# cic_decim_ctrl

Figure 1. Congestion heat map (cic_decim_ctrl).
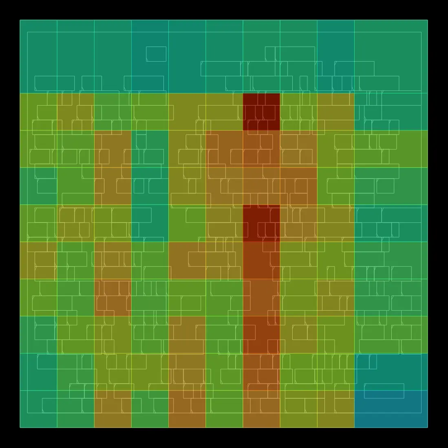

--- src/rtl/cic_ctrl_pkg.sv ---
// Shared constants for the CIC decimator sequencing controller.
package cic_ctrl_pkg;

    localparam logic [1:0] ST_IDLE   = 2'd0;
    localparam logic [1:0] ST_FLUSH  = 2'd1;
    localparam logic [1:0] ST_WARMUP = 2'd2;
    localparam logic [1:0] ST_RUN    = 2'd3;

    localparam int unsigned MIN_RATIO     = 2;
    localparam int unsigned DEFAULT_RATIO = 4;

endpackage

--- src/rtl/cic_decim_ctrl_phase.sv ---
// Decimation phase counter: the registered wrap is high in the cycle the phase equals ratio-1.
module decim_phase_counter #(
    parameter int unsigned RATIO_BITS = 8
) (
    input  logic                  clk,
    input  logic                  rst_n,
    input  logic                  clear,
    input  logic                  enable,
    input  logic [RATIO_BITS-1:0] ratio,
    output logic                  wrap
);

    logic [RATIO_BITS-1:0] phase;
    logic [RATIO_BITS-1:0] phase_nxt;
    logic [RATIO_BITS-1:0] last;

    // enable means the next cycle counts; clear restarts the count from phase 0
    always_comb begin
        last      = ratio - RATIO_BITS'(1);
        phase_nxt = '0;
        if (enable && !clear && (phase != last)) begin
            phase_nxt = phase + RATIO_BITS'(1);
        end
    end

    always_ff @(posedge clk) begin
        if (!rst_n) begin
            phase <= '0;
            wrap  <= 1'b0;
        end else begin
            phase <= phase_nxt;
            wrap  <= enable && (phase_nxt == last);
        end
    end

endmodule

--- src/rtl/cic_decim_ctrl.sv ---
// CIC decimator sequencer: strobe/clear generation, comb warm-up discard and
// a single-entry valid/ready output register with sticky overrun.
module cic_decim_ctrl
    import cic_ctrl_pkg::*;
#(
    parameter int unsigned OUTPUT_BITS   = 16,
    parameter int unsigned RATIO_BITS    = 8,
    parameter int unsigned ORDER         = 2,
    parameter int unsigned DEFAULT_RATIO = cic_ctrl_pkg::DEFAULT_RATIO
) (
    input  logic                   clk,
    input  logic                   rst_n,
    input  logic                   en,
    input  logic [RATIO_BITS-1:0]  cfg_ratio,
    input  logic                   cfg_load,
    output logic                   dec_strobe,
    output logic                   int_clear,
    input  logic [OUTPUT_BITS-1:0] filt_data,
    output logic [OUTPUT_BITS-1:0] out_data,
    output logic                   out_valid,
    input  logic                   out_ready,
    output logic                   overrun,
    input  logic                   overrun_clr,
    output logic [1:0]             state
);

    localparam int unsigned WARM_BITS = $clog2(ORDER + 1);

    logic [1:0]             state_nxt;
    logic [RATIO_BITS-1:0]  ratio_active;
    logic [RATIO_BITS-1:0]  ratio_nxt;
    logic [WARM_BITS-1:0]   warm_cnt;
    logic [WARM_BITS-1:0]   warm_nxt;
    logic                   cap_pending;
    logic                   cap_nxt;
    logic                   int_clear_nxt;
    logic [OUTPUT_BITS-1:0] out_data_nxt;
    logic                   out_valid_nxt;
    logic                   overrun_nxt;
    logic                   counting_now;
    logic                   counting_nxt;
    logic                   capture;
    logic                   accept;
    logic                   drop;

    decim_phase_counter #(
        .RATIO_BITS(RATIO_BITS)
    ) u_phase (
        .clk    (clk),
        .rst_n  (rst_n),
        .clear  (!counting_now),
        .enable (counting_nxt),
        .ratio  (ratio_active),
        .wrap   (dec_strobe)
    );

    // Next-state and registered-output logic
    always_comb begin
        state_nxt = state;
        ratio_nxt = ratio_active;
        warm_nxt  = warm_cnt;
        case (state)
            ST_IDLE: begin
                if (en) state_nxt = ST_FLUSH;
            end
            ST_FLUSH: begin
                state_nxt = en ? ST_WARMUP : ST_IDLE;
                ratio_nxt = (cfg_ratio < RATIO_BITS'(MIN_RATIO)) ? RATIO_BITS'(MIN_RATIO) : cfg_ratio;
                warm_nxt  = '0;
            end
            ST_WARMUP: begin
                if (!en) begin
                    state_nxt = ST_IDLE;
                end else if (cfg_load) begin
                    state_nxt = ST_FLUSH;
                end else if (dec_strobe) begin
                    warm_nxt = warm_cnt + WARM_BITS'(1);
                    if (warm_cnt == WARM_BITS'(ORDER - 1)) state_nxt = ST_RUN;
                end
            end
            ST_RUN: begin
                if (!en) begin
                    state_nxt = ST_IDLE;
                end else if (cfg_load) begin
                    state_nxt = ST_FLUSH;
                end
            end
            default: state_nxt = ST_IDLE;
        endcase

        counting_now  = (state == ST_WARMUP) || (state == ST_RUN);
        counting_nxt  = (state_nxt == ST_WARMUP) || (state_nxt == ST_RUN);
        int_clear_nxt = (state_nxt == ST_FLUSH);

        // a RUN strobe schedules a capture only if the run continues
        cap_nxt = (state == ST_RUN) && dec_strobe && (state_nxt == ST_RUN);

        capture = cap_pending && en;
        accept  = out_valid && out_ready;
        drop    = capture && out_valid && !out_ready;

        out_data_nxt  = out_data;
        out_valid_nxt = out_valid;
        if (capture) begin
            out_valid_nxt = 1'b1;
            if (!drop) out_data_nxt = filt_data;
        end else if (accept) begin
            out_valid_nxt = 1'b0;
        end
        overrun_nxt = drop || (overrun && !overrun_clr);
    end

    always_ff @(posedge clk) begin
        if (!rst_n) begin
            state        <= ST_IDLE;
            ratio_active <= RATIO_BITS'(DEFAULT_RATIO);
            warm_cnt     <= '0;
            cap_pending  <= 1'b0;
            int_clear    <= 1'b0;
            out_data     <= '0;
            out_valid    <= 1'b0;
            overrun      <= 1'b0;
        end else begin
            state        <= state_nxt;
            ratio_active <= ratio_nxt;
            warm_cnt     <= warm_nxt;
            cap_pending  <= cap_nxt;
            int_clear    <= int_clear_nxt;
            out_data     <= out_data_nxt;
            out_valid    <= out_valid_nxt;
            overrun      <= overrun_nxt;
        end
    end

endmodule
--- config.mk ---
export PLATFORM = sky130hd
export DESIGN_NAME = cic_decim_ctrl
export DESIGN_NICKNAME = d
export VERILOG_FILES = /design/src/rtl/cic_ctrl_pkg.sv /design/src/rtl/cic_decim_ctrl_phase.sv /design/src/rtl/cic_decim_ctrl.sv
export SDC_FILE = /design/constraint.sdc
export NUM_CORES = 1
export LEC_CHECK = 0
export CORE_UTILIZATION = 40
export DETAILED_ROUTE_END_ITERATION = 10
export GPL_TIMING_DRIVEN = 0
export PLACE_DENSITY_LB_ADDON = 0.12
export SYNTH_ARGS = -nofsm -noshare
export SYNTH_HDL_FRONTEND = slang
export SYNTH_HIERARCHICAL = 1
export SYNTH_SLANG_ARGS = --single-unit
--- constraint.sdc ---
create_clock -name clk -period 7.45 [get_ports clk]
set_clock_uncertainty 0.05 [all_clocks]
set_input_delay 1.49 -clock clk [delete_from_list [all_inputs] [get_ports clk]]
set_output_delay 1.49 -clock clk [all_outputs]
set_load 0.005 [all_outputs]
# lc3_pc_ctrl

<file path="config.mk">
export PLATFORM = sky130hd
export DESIGN_NAME = lc3_pc_ctrl
export DESIGN_NICKNAME = d
export VERILOG_FILES = /design/src/rtl/lc3_ctrl_pkg.sv /design/src/rtl/lc3_ben.sv /design/src/rtl/lc3_pc_ctrl.sv
export SDC_FILE = /design/constraint.sdc
export NUM_CORES = 1
export LEC_CHECK = 0
export CAP_MARGIN = 15
export CORE_ASPECT_RATIO = 0.75
export CORE_UTILIZATION = 46
export CTS_BUF_LIST = sky130_fd_sc_hd__clkbuf_8
export DETAILED_ROUTE_END_ITERATION = 6
export PLACE_DENSITY = 0.91
export SLEW_MARGIN = 30
export SYNTH_ARGS = -nofsm -noshare
export SYNTH_HDL_FRONTEND = slang
export SYNTH_HIERARCHICAL = 1
export SYNTH_SLANG_ARGS = --single-unit
</file>
<file path="constraint.sdc">
create_clock -name clk -period 2.6 [get_ports clk]
set_input_delay 0.52 -clock clk [delete_from_list [all_inputs] [get_ports clk]]
set_output_delay 0.52 -clock clk [all_outputs]
set_load 0.02 [all_outputs]
</file>
<file path="src/rtl/lc3_ctrl_pkg.sv">
// Shared encodings for the LC-3 PC/fetch controller and the datapath blocks
// that decode its select outputs.
package lc3_ctrl_pkg;

  typedef enum logic [3:0] {
    S_IDLE   = 4'd0,
    S_FETCH1 = 4'd1,
    S_FETCH2 = 4'd2,
    S_FETCH3 = 4'd3,
    S_DECODE = 4'd4,
    S_BR     = 4'd5,
    S_JMP    = 4'd6,
    S_JSR    = 4'd7,
    S_EXEC   = 4'd8
  } state_t;

  localparam logic [3:0] OP_BR  = 4'b0000;
  localparam logic [3:0] OP_JSR = 4'b0100;
  localparam logic [3:0] OP_JMP = 4'b1100;
  localparam logic [3:0] OP_RSV = 4'b1101;

  localparam logic [1:0] PCMUX_PC1 = 2'b00;
  localparam logic [1:0] PCMUX_BUS = 2'b01;
  localparam logic [1:0] PCMUX_EAB = 2'b10;

  localparam logic ADDR1_PC    = 1'b0;
  localparam logic ADDR1_BASER = 1'b1;

  localparam logic [1:0] ADDR2_ZERO  = 2'b00;
  localparam logic [1:0] ADDR2_OFF6  = 2'b01;
  localparam logic [1:0] ADDR2_OFF9  = 2'b10;
  localparam logic [1:0] ADDR2_OFF11 = 2'b11;

  // Control-flow opcodes get their own PC-update state; everything else,
  // including the reserved opcode, goes to the execute unit.
  function automatic state_t dispatch(input logic [3:0] opcode);
    case (opcode)
      OP_BR:   return S_BR;
      OP_JMP:  return S_JMP;
      OP_JSR:  return S_JSR;
      default: return S_EXEC;
    endcase
  endfunction

endpackage

</file>
<file path="src/rtl/lc3_ben.sv">
// Branch-enable evaluation: the BR instruction's n/z/p mask against the
// current condition codes.
module lc3_ben (
  input  logic [2:0] cond,
  input  logic [2:0] nzp,
  output logic       ben
);

  assign ben = |(cond & nzp);

endmodule

</file>
<file path="src/rtl/lc3_pc_ctrl.sv">
// LC-3 fetch/decode/PC-update sequencer. Moore outputs from registered state;
// only ldMDR looks at the memory handshake directly.
module lc3_pc_ctrl
  import lc3_ctrl_pkg::*;
(
  input  logic        clk,
  input  logic        rst,
  input  logic        run,
  input  logic [15:0] ir,
  input  logic [2:0]  nzp,
  input  logic        mem_r,
  input  logic        exec_done,
  output logic        ldMAR,
  output logic        gatePC,
  output logic        ldPC,
  output logic        mem_en,
  output logic        ldMDR,
  output logic        ldIR,
  output logic        ldR7,
  output logic        exec_start,
  output logic [1:0]  selPCMUX,
  output logic        selADDR1,
  output logic [1:0]  selADDR2,
  output logic [3:0]  state_dbg,
  output logic [15:0] icount
);

  state_t      state;
  state_t      state_nxt;
  logic        ben_now;
  logic        ben_q;
  logic        jsr_off11_q;
  logic        exec_first_q;
  logic        retire;
  logic [15:0] icount_q;
  logic        unused_ir;

  assign unused_ir = ^ir[8:0];

  lc3_ben u_ben (
    .cond (ir[11:9]),
    .nzp  (nzp),
    .ben  (ben_now)
  );

  // ben and the JSR addressing mode are captured in DECODE so the following
  // state's outputs depend on registered values only.
  always_ff @(posedge clk or negedge rst) begin
    if (!rst) begin
      state        <= S_IDLE;
      ben_q        <= 1'b0;
      jsr_off11_q  <= 1'b0;
      exec_first_q <= 1'b0;
      icount_q     <= '0;
    end else begin
      state        <= state_nxt;
      exec_first_q <= (state_nxt == S_EXEC) && (state != S_EXEC);
      if (state == S_DECODE) begin
        ben_q       <= ben_now;
        jsr_off11_q <= ir[11];
      end
      if (retire) icount_q <= icount_q + 16'd1;
    end
  end

  always_comb begin
    state_nxt = state;
    retire    = 1'b0;
    case (state)
      S_IDLE:   if (run) state_nxt = S_FETCH1;
      S_FETCH1: state_nxt = S_FETCH2;
      S_FETCH2: if (mem_r) state_nxt = S_FETCH3;
      S_FETCH3: state_nxt = S_DECODE;
      S_DECODE: state_nxt = dispatch(ir[15:12]);
      S_BR, S_JMP, S_JSR: begin
        retire    = 1'b1;
        state_nxt = run ? S_FETCH1 : S_IDLE;
      end
      S_EXEC: begin
        if (exec_done) begin
          retire    = 1'b1;
          state_nxt = run ? S_FETCH1 : S_IDLE;
        end
      end
      default: state_nxt = S_IDLE;
    endcase
  end

  always_comb begin
    ldMAR      = 1'b0;
    gatePC     = 1'b0;
    ldPC       = 1'b0;
    mem_en     = 1'b0;
    ldIR       = 1'b0;
    ldR7       = 1'b0;
    exec_start = 1'b0;
    selPCMUX   = PCMUX_PC1;
    selADDR1   = ADDR1_PC;
    selADDR2   = ADDR2_ZERO;
    case (state)
      S_FETCH1: begin
        ldMAR    = 1'b1;
        gatePC   = 1'b1;
        ldPC     = 1'b1;
        selPCMUX = PCMUX_PC1;
      end
      S_FETCH2: mem_en = 1'b1;
      S_FETCH3: ldIR = 1'b1;
      S_BR: begin
        if (ben_q) begin
          ldPC     = 1'b1;
          selPCMUX = PCMUX_EAB;
          selADDR1 = ADDR1_PC;
          selADDR2 = ADDR2_OFF9;
        end
      end
      S_JMP: begin
        ldPC     = 1'b1;
        selPCMUX = PCMUX_EAB;
        selADDR1 = ADDR1_BASER;
        selADDR2 = ADDR2_ZERO;
      end
      // R7 latches the PC off the bus in the same cycle the PC is overwritten.
      S_JSR: begin
        gatePC   = 1'b1;
        ldR7     = 1'b1;
        ldPC     = 1'b1;
        selPCMUX = PCMUX_EAB;
        selADDR1 = jsr_off11_q ? ADDR1_PC : ADDR1_BASER;
        selADDR2 = jsr_off11_q ? ADDR2_OFF11 : ADDR2_ZERO;
      end
      S_EXEC: exec_start = exec_first_q;
      default: ;
    endcase
  end

  assign ldMDR     = (state == S_FETCH2) && mem_r;
  assign state_dbg = state;
  assign icount    = icount_q;

endmodule

</file>
# inst_mem_loader_flat

File: src/rtl/inst_mem_loader_if.sv
// Byte-stream receive handshake plus instruction-memory write port used by inst_mem_loader.
// master = loader side, slave = byte source / memory side.
interface inst_mem_loader_if #(
  parameter int unsigned AW = 8
);
  logic [7:0]    rx_data;
  logic          rx_valid;
  logic          rx_ready;
  logic          mem_we;
  logic [AW-1:0] mem_addr;
  logic [31:0]   mem_wdata;

  modport master (
    input  rx_data, rx_valid,
    output rx_ready, mem_we, mem_addr, mem_wdata
  );

  modport slave (
    output rx_data, rx_valid,
    input  rx_ready, mem_we, mem_addr, mem_wdata
  );
endinterface

File: src/rtl/inst_mem_loader.sv
// Loads a checksummed big-endian word image from a byte stream into instruction memory
// and holds the core in reset until a complete, valid image has been written.
module inst_mem_loader #(
  parameter int unsigned INST_DEPTH = 256
) (
  input  logic                clk,
  input  logic                resetpc,
  input  logic                start,
  inst_mem_loader_if.master   bus,
  output logic                cpu_hold,
  output logic                busy,
  output logic                done,
  output logic                err
);
  localparam int unsigned AW = $clog2(INST_DEPTH);
  localparam logic [16:0] DepthLimit = 17'(INST_DEPTH);

  typedef enum logic [2:0] {
    StIdle, StHdrHi, StHdrLo, StData, StCsum, StDone, StErr
  } state_e;

  state_e        state_q, state_d;
  logic [15:0]   count_q, count_d;
  logic [15:0]   word_idx_q, word_idx_d;
  logic [1:0]    byte_idx_q, byte_idx_d;
  logic [7:0]    acc_q, acc_d;
  logic [23:0]   word_q, word_d;
  logic          mem_we_q, mem_we_d;
  logic [AW-1:0] mem_addr_q, mem_addr_d;
  logic [31:0]   mem_wdata_q, mem_wdata_d;

  logic          xfer;
  logic [15:0]   hdr_count;
  logic [31:0]   word_full;

  assign busy     = (state_q == StHdrHi) || (state_q == StHdrLo) ||
                    (state_q == StData)  || (state_q == StCsum);
  assign done     = (state_q == StDone);
  assign err      = (state_q == StErr);
  assign cpu_hold = (state_q != StDone);
  assign xfer     = bus.rx_valid & busy;

  assign bus.rx_ready  = busy;
  assign bus.mem_we    = mem_we_q;
  assign bus.mem_addr  = mem_addr_q;
  assign bus.mem_wdata = mem_wdata_q;

  always_comb begin
    state_d     = state_q;
    count_d     = count_q;
    word_idx_d  = word_idx_q;
    byte_idx_d  = byte_idx_q;
    acc_d       = acc_q;
    word_d      = word_q;
    mem_we_d    = 1'b0;
    mem_addr_d  = mem_addr_q;
    mem_wdata_d = mem_wdata_q;
    hdr_count   = {count_q[15:8], bus.rx_data};
    word_full   = {word_q, bus.rx_data};

    unique case (state_q)
      StIdle, StDone, StErr: begin
        if (start) begin
          state_d    = StHdrHi;
          word_idx_d = '0;
          byte_idx_d = '0;
          acc_d      = '0;
        end
      end
      StHdrHi: begin
        if (xfer) begin
          count_d[15:8] = bus.rx_data;
          state_d       = StHdrLo;
        end
      end
      StHdrLo: begin
        if (xfer) begin
          count_d = hdr_count;
          if ({1'b0, hdr_count} > DepthLimit) begin
            state_d = StErr;
          end else if (hdr_count == 16'd0) begin
            state_d = StCsum;
          end else begin
            state_d = StData;
          end
        end
      end
      StData: begin
        if (xfer) begin
          word_d     = word_full[23:0];
          acc_d      = acc_q + bus.rx_data;
          byte_idx_d = byte_idx_q + 2'd1;
          // Fourth byte completes a word: register the write so it pulses next cycle.
          if (byte_idx_q == 2'd3) begin
            mem_we_d    = 1'b1;
            mem_addr_d  = word_idx_q[AW-1:0];
            mem_wdata_d = word_full;
            word_idx_d  = word_idx_q + 16'd1;
            if (word_idx_q == count_q - 16'd1) begin
              state_d = StCsum;
            end
          end
        end
      end
      StCsum: begin
        if (xfer) begin
          state_d = (bus.rx_data == acc_q) ? StDone : StErr;
        end
      end
      default: state_d = StIdle;
    endcase
  end

  always_ff @(posedge clk) begin
    if (resetpc) begin
      state_q     <= StIdle;
      count_q     <= '0;
      word_idx_q  <= '0;
      byte_idx_q  <= '0;
      acc_q       <= '0;
      word_q      <= '0;
      mem_we_q    <= 1'b0;
      mem_addr_q  <= '0;
      mem_wdata_q <= '0;
    end else begin
      state_q     <= state_d;
      count_q     <= count_d;
      word_idx_q  <= word_idx_d;
      byte_idx_q  <= byte_idx_d;
      acc_q       <= acc_d;
      word_q      <= word_d;
      mem_we_q    <= mem_we_d;
      mem_addr_q  <= mem_addr_d;
      mem_wdata_q <= mem_wdata_d;
    end
  end
endmodule

File: src/flat_wrapper.sv
// flat-port wrapper written by rule: the top's interface ports become plain ports
module inst_mem_loader_flat 
#(
  parameter int unsigned INST_DEPTH = 256
)
  (clk, resetpc, start, cpu_hold, busy, done, err, bus_rx_data, bus_rx_valid, bus_rx_ready, bus_mem_we, bus_mem_addr, bus_mem_wdata);
  inst_mem_loader_if #(.AW(8)) bus_i ();
  input  logic clk;
  input  logic resetpc;
  input  logic start;
  output logic cpu_hold;
  output logic busy;
  output logic done;
  output logic err;
  input wire logic [$bits(bus_i.rx_data)-1:0] bus_rx_data;
  input wire logic [$bits(bus_i.rx_valid)-1:0] bus_rx_valid;
  output wire logic [$bits(bus_i.rx_ready)-1:0] bus_rx_ready;
  output wire logic [$bits(bus_i.mem_we)-1:0] bus_mem_we;
  output wire logic [$bits(bus_i.mem_addr)-1:0] bus_mem_addr;
  output wire logic [$bits(bus_i.mem_wdata)-1:0] bus_mem_wdata;
  assign bus_i.rx_data = bus_rx_data;
  assign bus_i.rx_valid = bus_rx_valid;
  assign bus_rx_ready = bus_i.rx_ready;
  assign bus_mem_we = bus_i.mem_we;
  assign bus_mem_addr = bus_i.mem_addr;
  assign bus_mem_wdata = bus_i.mem_wdata;
  inst_mem_loader #(.INST_DEPTH(INST_DEPTH)) u_core (.clk(clk), .resetpc(resetpc), .start(start), .bus(bus_i), .cpu_hold(cpu_hold), .busy(busy), .done(done), .err(err));
endmodule
File: config.mk
export PLATFORM = sky130hd
export DESIGN_NAME = inst_mem_loader_flat
export DESIGN_NICKNAME = d
export VERILOG_FILES = /design/src/rtl/inst_mem_loader_if.sv /design/src/rtl/inst_mem_loader.sv /design/src/flat_wrapper.sv
export SDC_FILE = /design/constraint.sdc
export NUM_CORES = 1
export LEC_CHECK = 0
export CORE_MARGIN = 2
export CORE_UTILIZATION = 34
export CTS_CLUSTER_DIAMETER = 30
export DETAILED_ROUTE_END_ITERATION = 16
export REMOVE_ABC_BUFFERS = 1
export SLEW_MARGIN = 25
export SYNTH_ARGS = -nofsm -noshare
export SYNTH_HDL_FRONTEND = slang
export SYNTH_SLANG_ARGS = --single-unit
File: constraint.sdc
create_clock -name clk -period 2.2 [get_ports clk]
set_input_delay 0.44 -clock clk [delete_from_list [all_inputs] [get_ports clk]]
set_output_delay 0.44 -clock clk [all_outputs]
set_load 0.05 [all_outputs]
Figure 2. Pin map (cic_decim_ctrl).
Bar = 20 µm. Pins as bars across the die edge, other pins in gray.
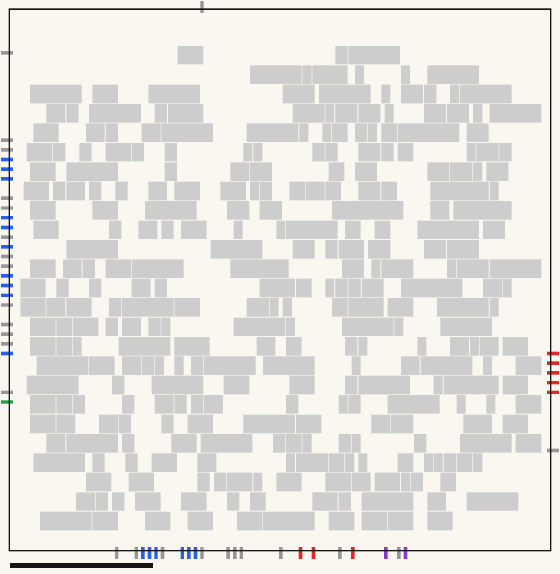
legend:
  `cfg_ratio`:
    color: red
    pins: 8
    direction: input
    edge: 5 right, 3 bottom
  `out_ready`:
    color: green
    pins: 1
    direction: input
    edge: left
  `filt_data`:
    color: blue
    pins: 16
    direction: input
    edge: 10 left, 6 bottom
  `state`:
    color: purple
    pins: 2
    direction: output
    edge: bottom

Notes on Figure 1 above:
gr busiest metal: met2
M2 GR Usage: 31.8%

==> CHANGELOG.md, cic_decim_ctrl <==
## Implementation

* Status: complete, no violations
* DR WL met3 at approximately 280 µm
* TNS Setup at 0 ns
* Power Sequential at 0.000228 W
* Die width at 75.7 µm
* Fin. Hold Viols at 0
* First-pass GRT wire length at 8390 µm
* Drt first pass iters at 6
* Slowest-stage cell, CP: clkdlybuf4s50_1
* Cell mode on critical path: nand2b_1
* Nets@finish at 332
* Row Count at 26
* Fillers at 495
* Non-filler cells, final at 370
* Combinational power at ~0.00006 W
* Top routing layer in use: met4
* Worst-path maximum fanout at 8
* Gate power share at 13.9%
* # DRC at 0
* Synthesized area at 0.00217 mm²
* Final Cell Area at 0.00285 mm²
* Relative slew slack at 72.7%
* Met3 Resource Use GR at 6.48%
* Post-CTS Setup Inserts at 0
* Seq_cells at 41
* Min-Delay Path Class: reg -> reg
* Worst Setup End Kind: flip-flop
* Final wirelength at 5030 µm
* Number of non-clock buffers at 62
* Mux cell area share at 1.38%
* Logic cell area at 0.00127 mm²
* Slew Viols, Final at 0
* Placement Setup Slack at 3.91 ns
* Number of global-route vias before repair at 1742
* Syn-to-layout area delta at 31.3%
* Pin count of the biggest net entering global routing at 13
* DP Area at 0.00277 mm²
* Power Density at 151 mW/mm²
* Adder Share, Synth at 1.73%
* Ys async rst share at 0%
* Worst r2r dst: u_phase/wrap
==> cic_decim_ctrl: worst min path at each step <==
stage,cells past startpoint,slack [ns],to,from
floorplan,2,0.40,warm_cnt[1],warm_cnt[1]
global placement,2,0.41,warm_cnt[1],warm_cnt[1]
detailed placement,2,0.43,warm_cnt[1],warm_cnt[1]
CTS,2,0.44,out_data[11],out_data[11]
global route,2,0.46,out_data[6],out_data[6]
finish,2,0.43,out_data[13],out_data[13]
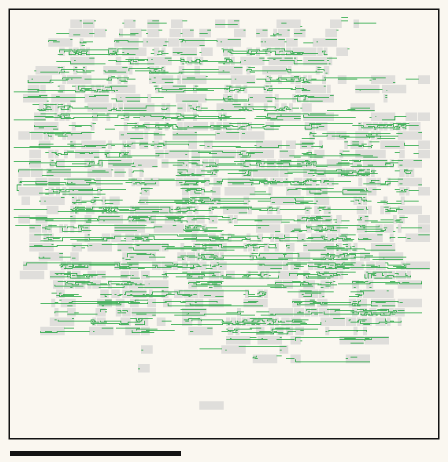
Figure 3: inst_mem_loader_flat, signal wires on met1.
Bar = 50 µm. Cells faint in the background.
wire length on this layer: 6150 µm
share of all routed wire: 48%
main direction: horizontal

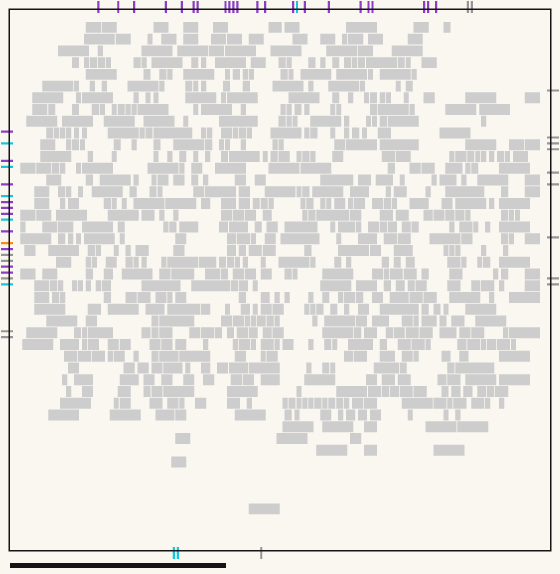
Figure 4: inst_mem_loader_flat, pin map.
Bar = 50 µm. Pins as bars across the die edge, other pins in gray.
legend:
  `done`:
    color: orange
    pins: 1
    direction: output
    edge: left
  `bus_mem_wdata`:
    color: purple
    pins: 32
    direction: output
    edge: 22 top, 10 left
  `bus_rx_data`:
    color: cyan
    pins: 8
    direction: input
    edge: 5 left, 2 bottom, 1 top
all pins by edge: 25 top, 21 left, 9 right, 3 bottom

==> CHANGELOG.md, inst_mem_loader_flat <==
## Implementation

* Status: complete, but fails checks
* Failing checks: setup timing
* Final setup margin at -0.286 ns
* Yosys warns at 0
* TNS Setup at -0.827 ns
* Worst-path maximum fanout at 4
* Max cap viols at 0
* Initial antenna violation count at 1
* Worst r2r dst: u_core.state_q[1]
* Nets@finish at 756
* Cells after Synth at 637
* Final setup fails at 3
* Hold Crit Depth at 2
* WHS at 0.454 ns
* Largest register FFs at 32
* Non-filler cells, final at 923
* Met3 Resource Use GR at 3.00%
* Crit-path cells: or4_4 -> or4b_4 -> o41ai_2 -> nand3_1 -> o41ai_2 -> buf_4 -> a211oi_2
* Main area contributors: dfxtp_1 (44%), nand2_1 (13%), a21oi_1 (9.1%)
* Min-Delay Path Class: reg -> reg
* Netlist cell types at 47
* Crit-path leading delay family: simple AND/OR/NAND/NOR gates
inst_mem_loader_flat: layout make-up:
| type | count | area [µm²] | share of cell area (%) |
|---|---|---|---|
| multi-input cells | 480 | 2670 | 40.7 |
| repair buffers | 126 | 1130 | 17.3 |
| diodes | 1 | 2.50 | 0.0382 |
| clock inverters | 7 | 70.1 | 1.07 |
| well taps | 184 | 230 | 3.51 |
| flip-flops and latches | 110 | 2210 | 33.7 |
| clock buffers | 9 | 225 | 3.44 |
| inverters | 6 | 22.5 | 0.344 |
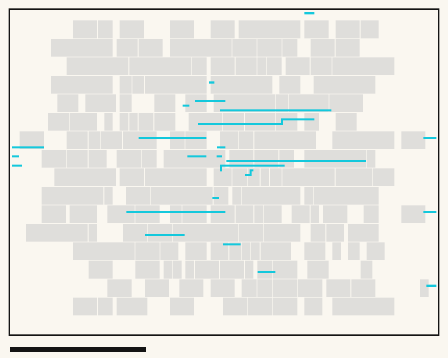
Figure 5: lc3_pc_ctrl, signal wires on met3.
Bar = 20 µm. Cells faint in the background.
share of all routed wire: 3.6%
wire length on this layer: 121 µm
nets with wire on the layer: 18
main direction: horizontal

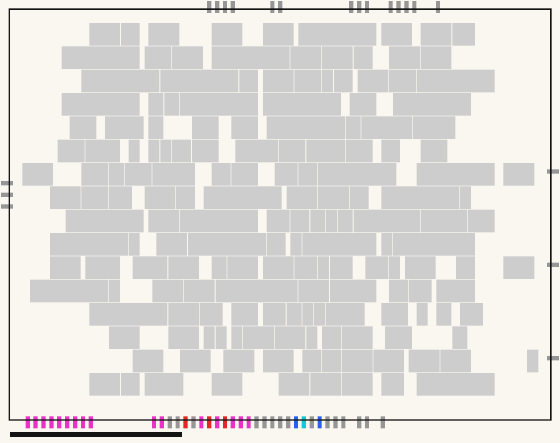
Figure 6: lc3_pc_ctrl, pin map.
Bar = 20 µm. Pins as bars across the die edge, other pins in gray.
legend:
  `nzp`:
    color: red
    pins: 3
    direction: input
    edge: bottom
  `selADDR1`:
    color: cyan
    pins: 1
    direction: output
    edge: bottom
  `selADDR2`:
    color: blue
    pins: 2
    direction: output
    edge: bottom
  `ir`:
    color: magenta
    pins: 16
    direction: input
    edge: bottom
all pins by edge: 37 bottom, 14 top, 3 right, 3 left

==> CHANGELOG.md, lc3_pc_ctrl <==
## Implementation

* Met3 Resource Use GR at 5.00%
* Fmax at a little under 400 MHz
* Adder Share, Synth at 0.976%
* Nets@finish at 196
* Peak VDD IR at 0.000516 V
* Hold Crit Start: icount[15]
* Clock group share of total power at 14.2%
* Power Density at 845 mW/mm²
* Hold Crit Depth at 1
* Ys async rst share at 100%
* Fraction of layout instances using a drive strength above 1 at 17.6%
* # DRC at 2
* Most frequent cells in the layout: clkdlybuf4s50_1 (44), dfrtp_1 (21), nand2_1 (10), xor2_1 (8)
* Hold Path Sink: icount[15]
* Number of buffers added on ports at 46
* Ports at 57
* Drt first pass iters at 7
* Status: complete, but fails checks
* Final Cell Area at approximately 0.0019 mm²
* Worst Setup SP: state_dbg[3]
* Post-cts resize count at 3
* Latency at later pin at between 0.2 and 0.3 ns
* Setup Skew at between 0.005 and 0.006 ns
* DP Area at 0.00181 mm²
* Remaining antenna violation count at 0
* Worst-path maximum fanout at 9
* Top routing layer in use: met4
* Top-area cell share at 44.9%
* Non-filler cells, final at 206
* Yosys warns at 6
* RSZ-0062 raised after global routing: no
* FF-to-FF Start: state_dbg[1]
* Placement Setup Slack at 0.267 ns
* Critical path depth at 4
* Failing checks: DRC
* Most frequent logic cell in the layout: clkdlybuf4s50_1
* Mux cell area share at about 3.4%
* DR vias/cell at 5.45
* CP Class: reg -> out
* Buf/Inv on CP at 1
* Gr busiest metal: met2
* Power Sequential at 0.000555 W
* Fin. Hold Viols at 0
-- lc3_pc_ctrl: area by class of cell --
cell class                 instances  area (µm²)
sequential                        23         578
multi-input combinational         88         681
timing repair buffer              53         518
fill                             181         747
clock inverter                     1        5.00
tap                               36        45.0
clock buffer                       3        41.3
inverter                           2        7.51


==> notes/layouts.md <==
Pictures saved along the way, in no particular order.

Met2 routing.
picture 1
Bar = 50 µm. Cells faint in the background.
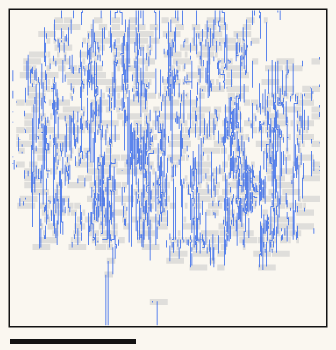
picture 2
Bar = 20 µm. Cells faint in the background.
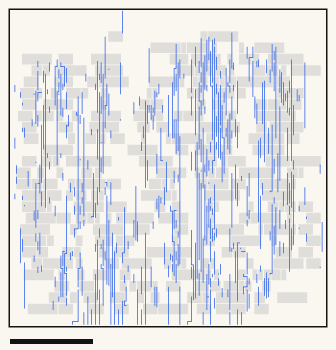
picture 3
Bar = 20 µm. Cells faint in the background.
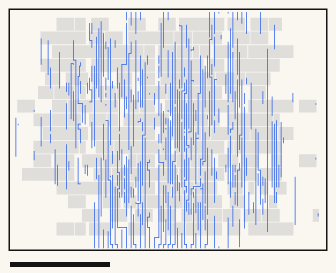
| picture | from |
|---|---|
| picture 2 | cic_decim_ctrl |
| picture 1 | inst_mem_loader_flat |
| picture 3 | lc3_pc_ctrl |
Of these, smallest die: picture 3
Of these, largest die: picture 1

No activity file was given, so power comes from the tool's default toggle rates.
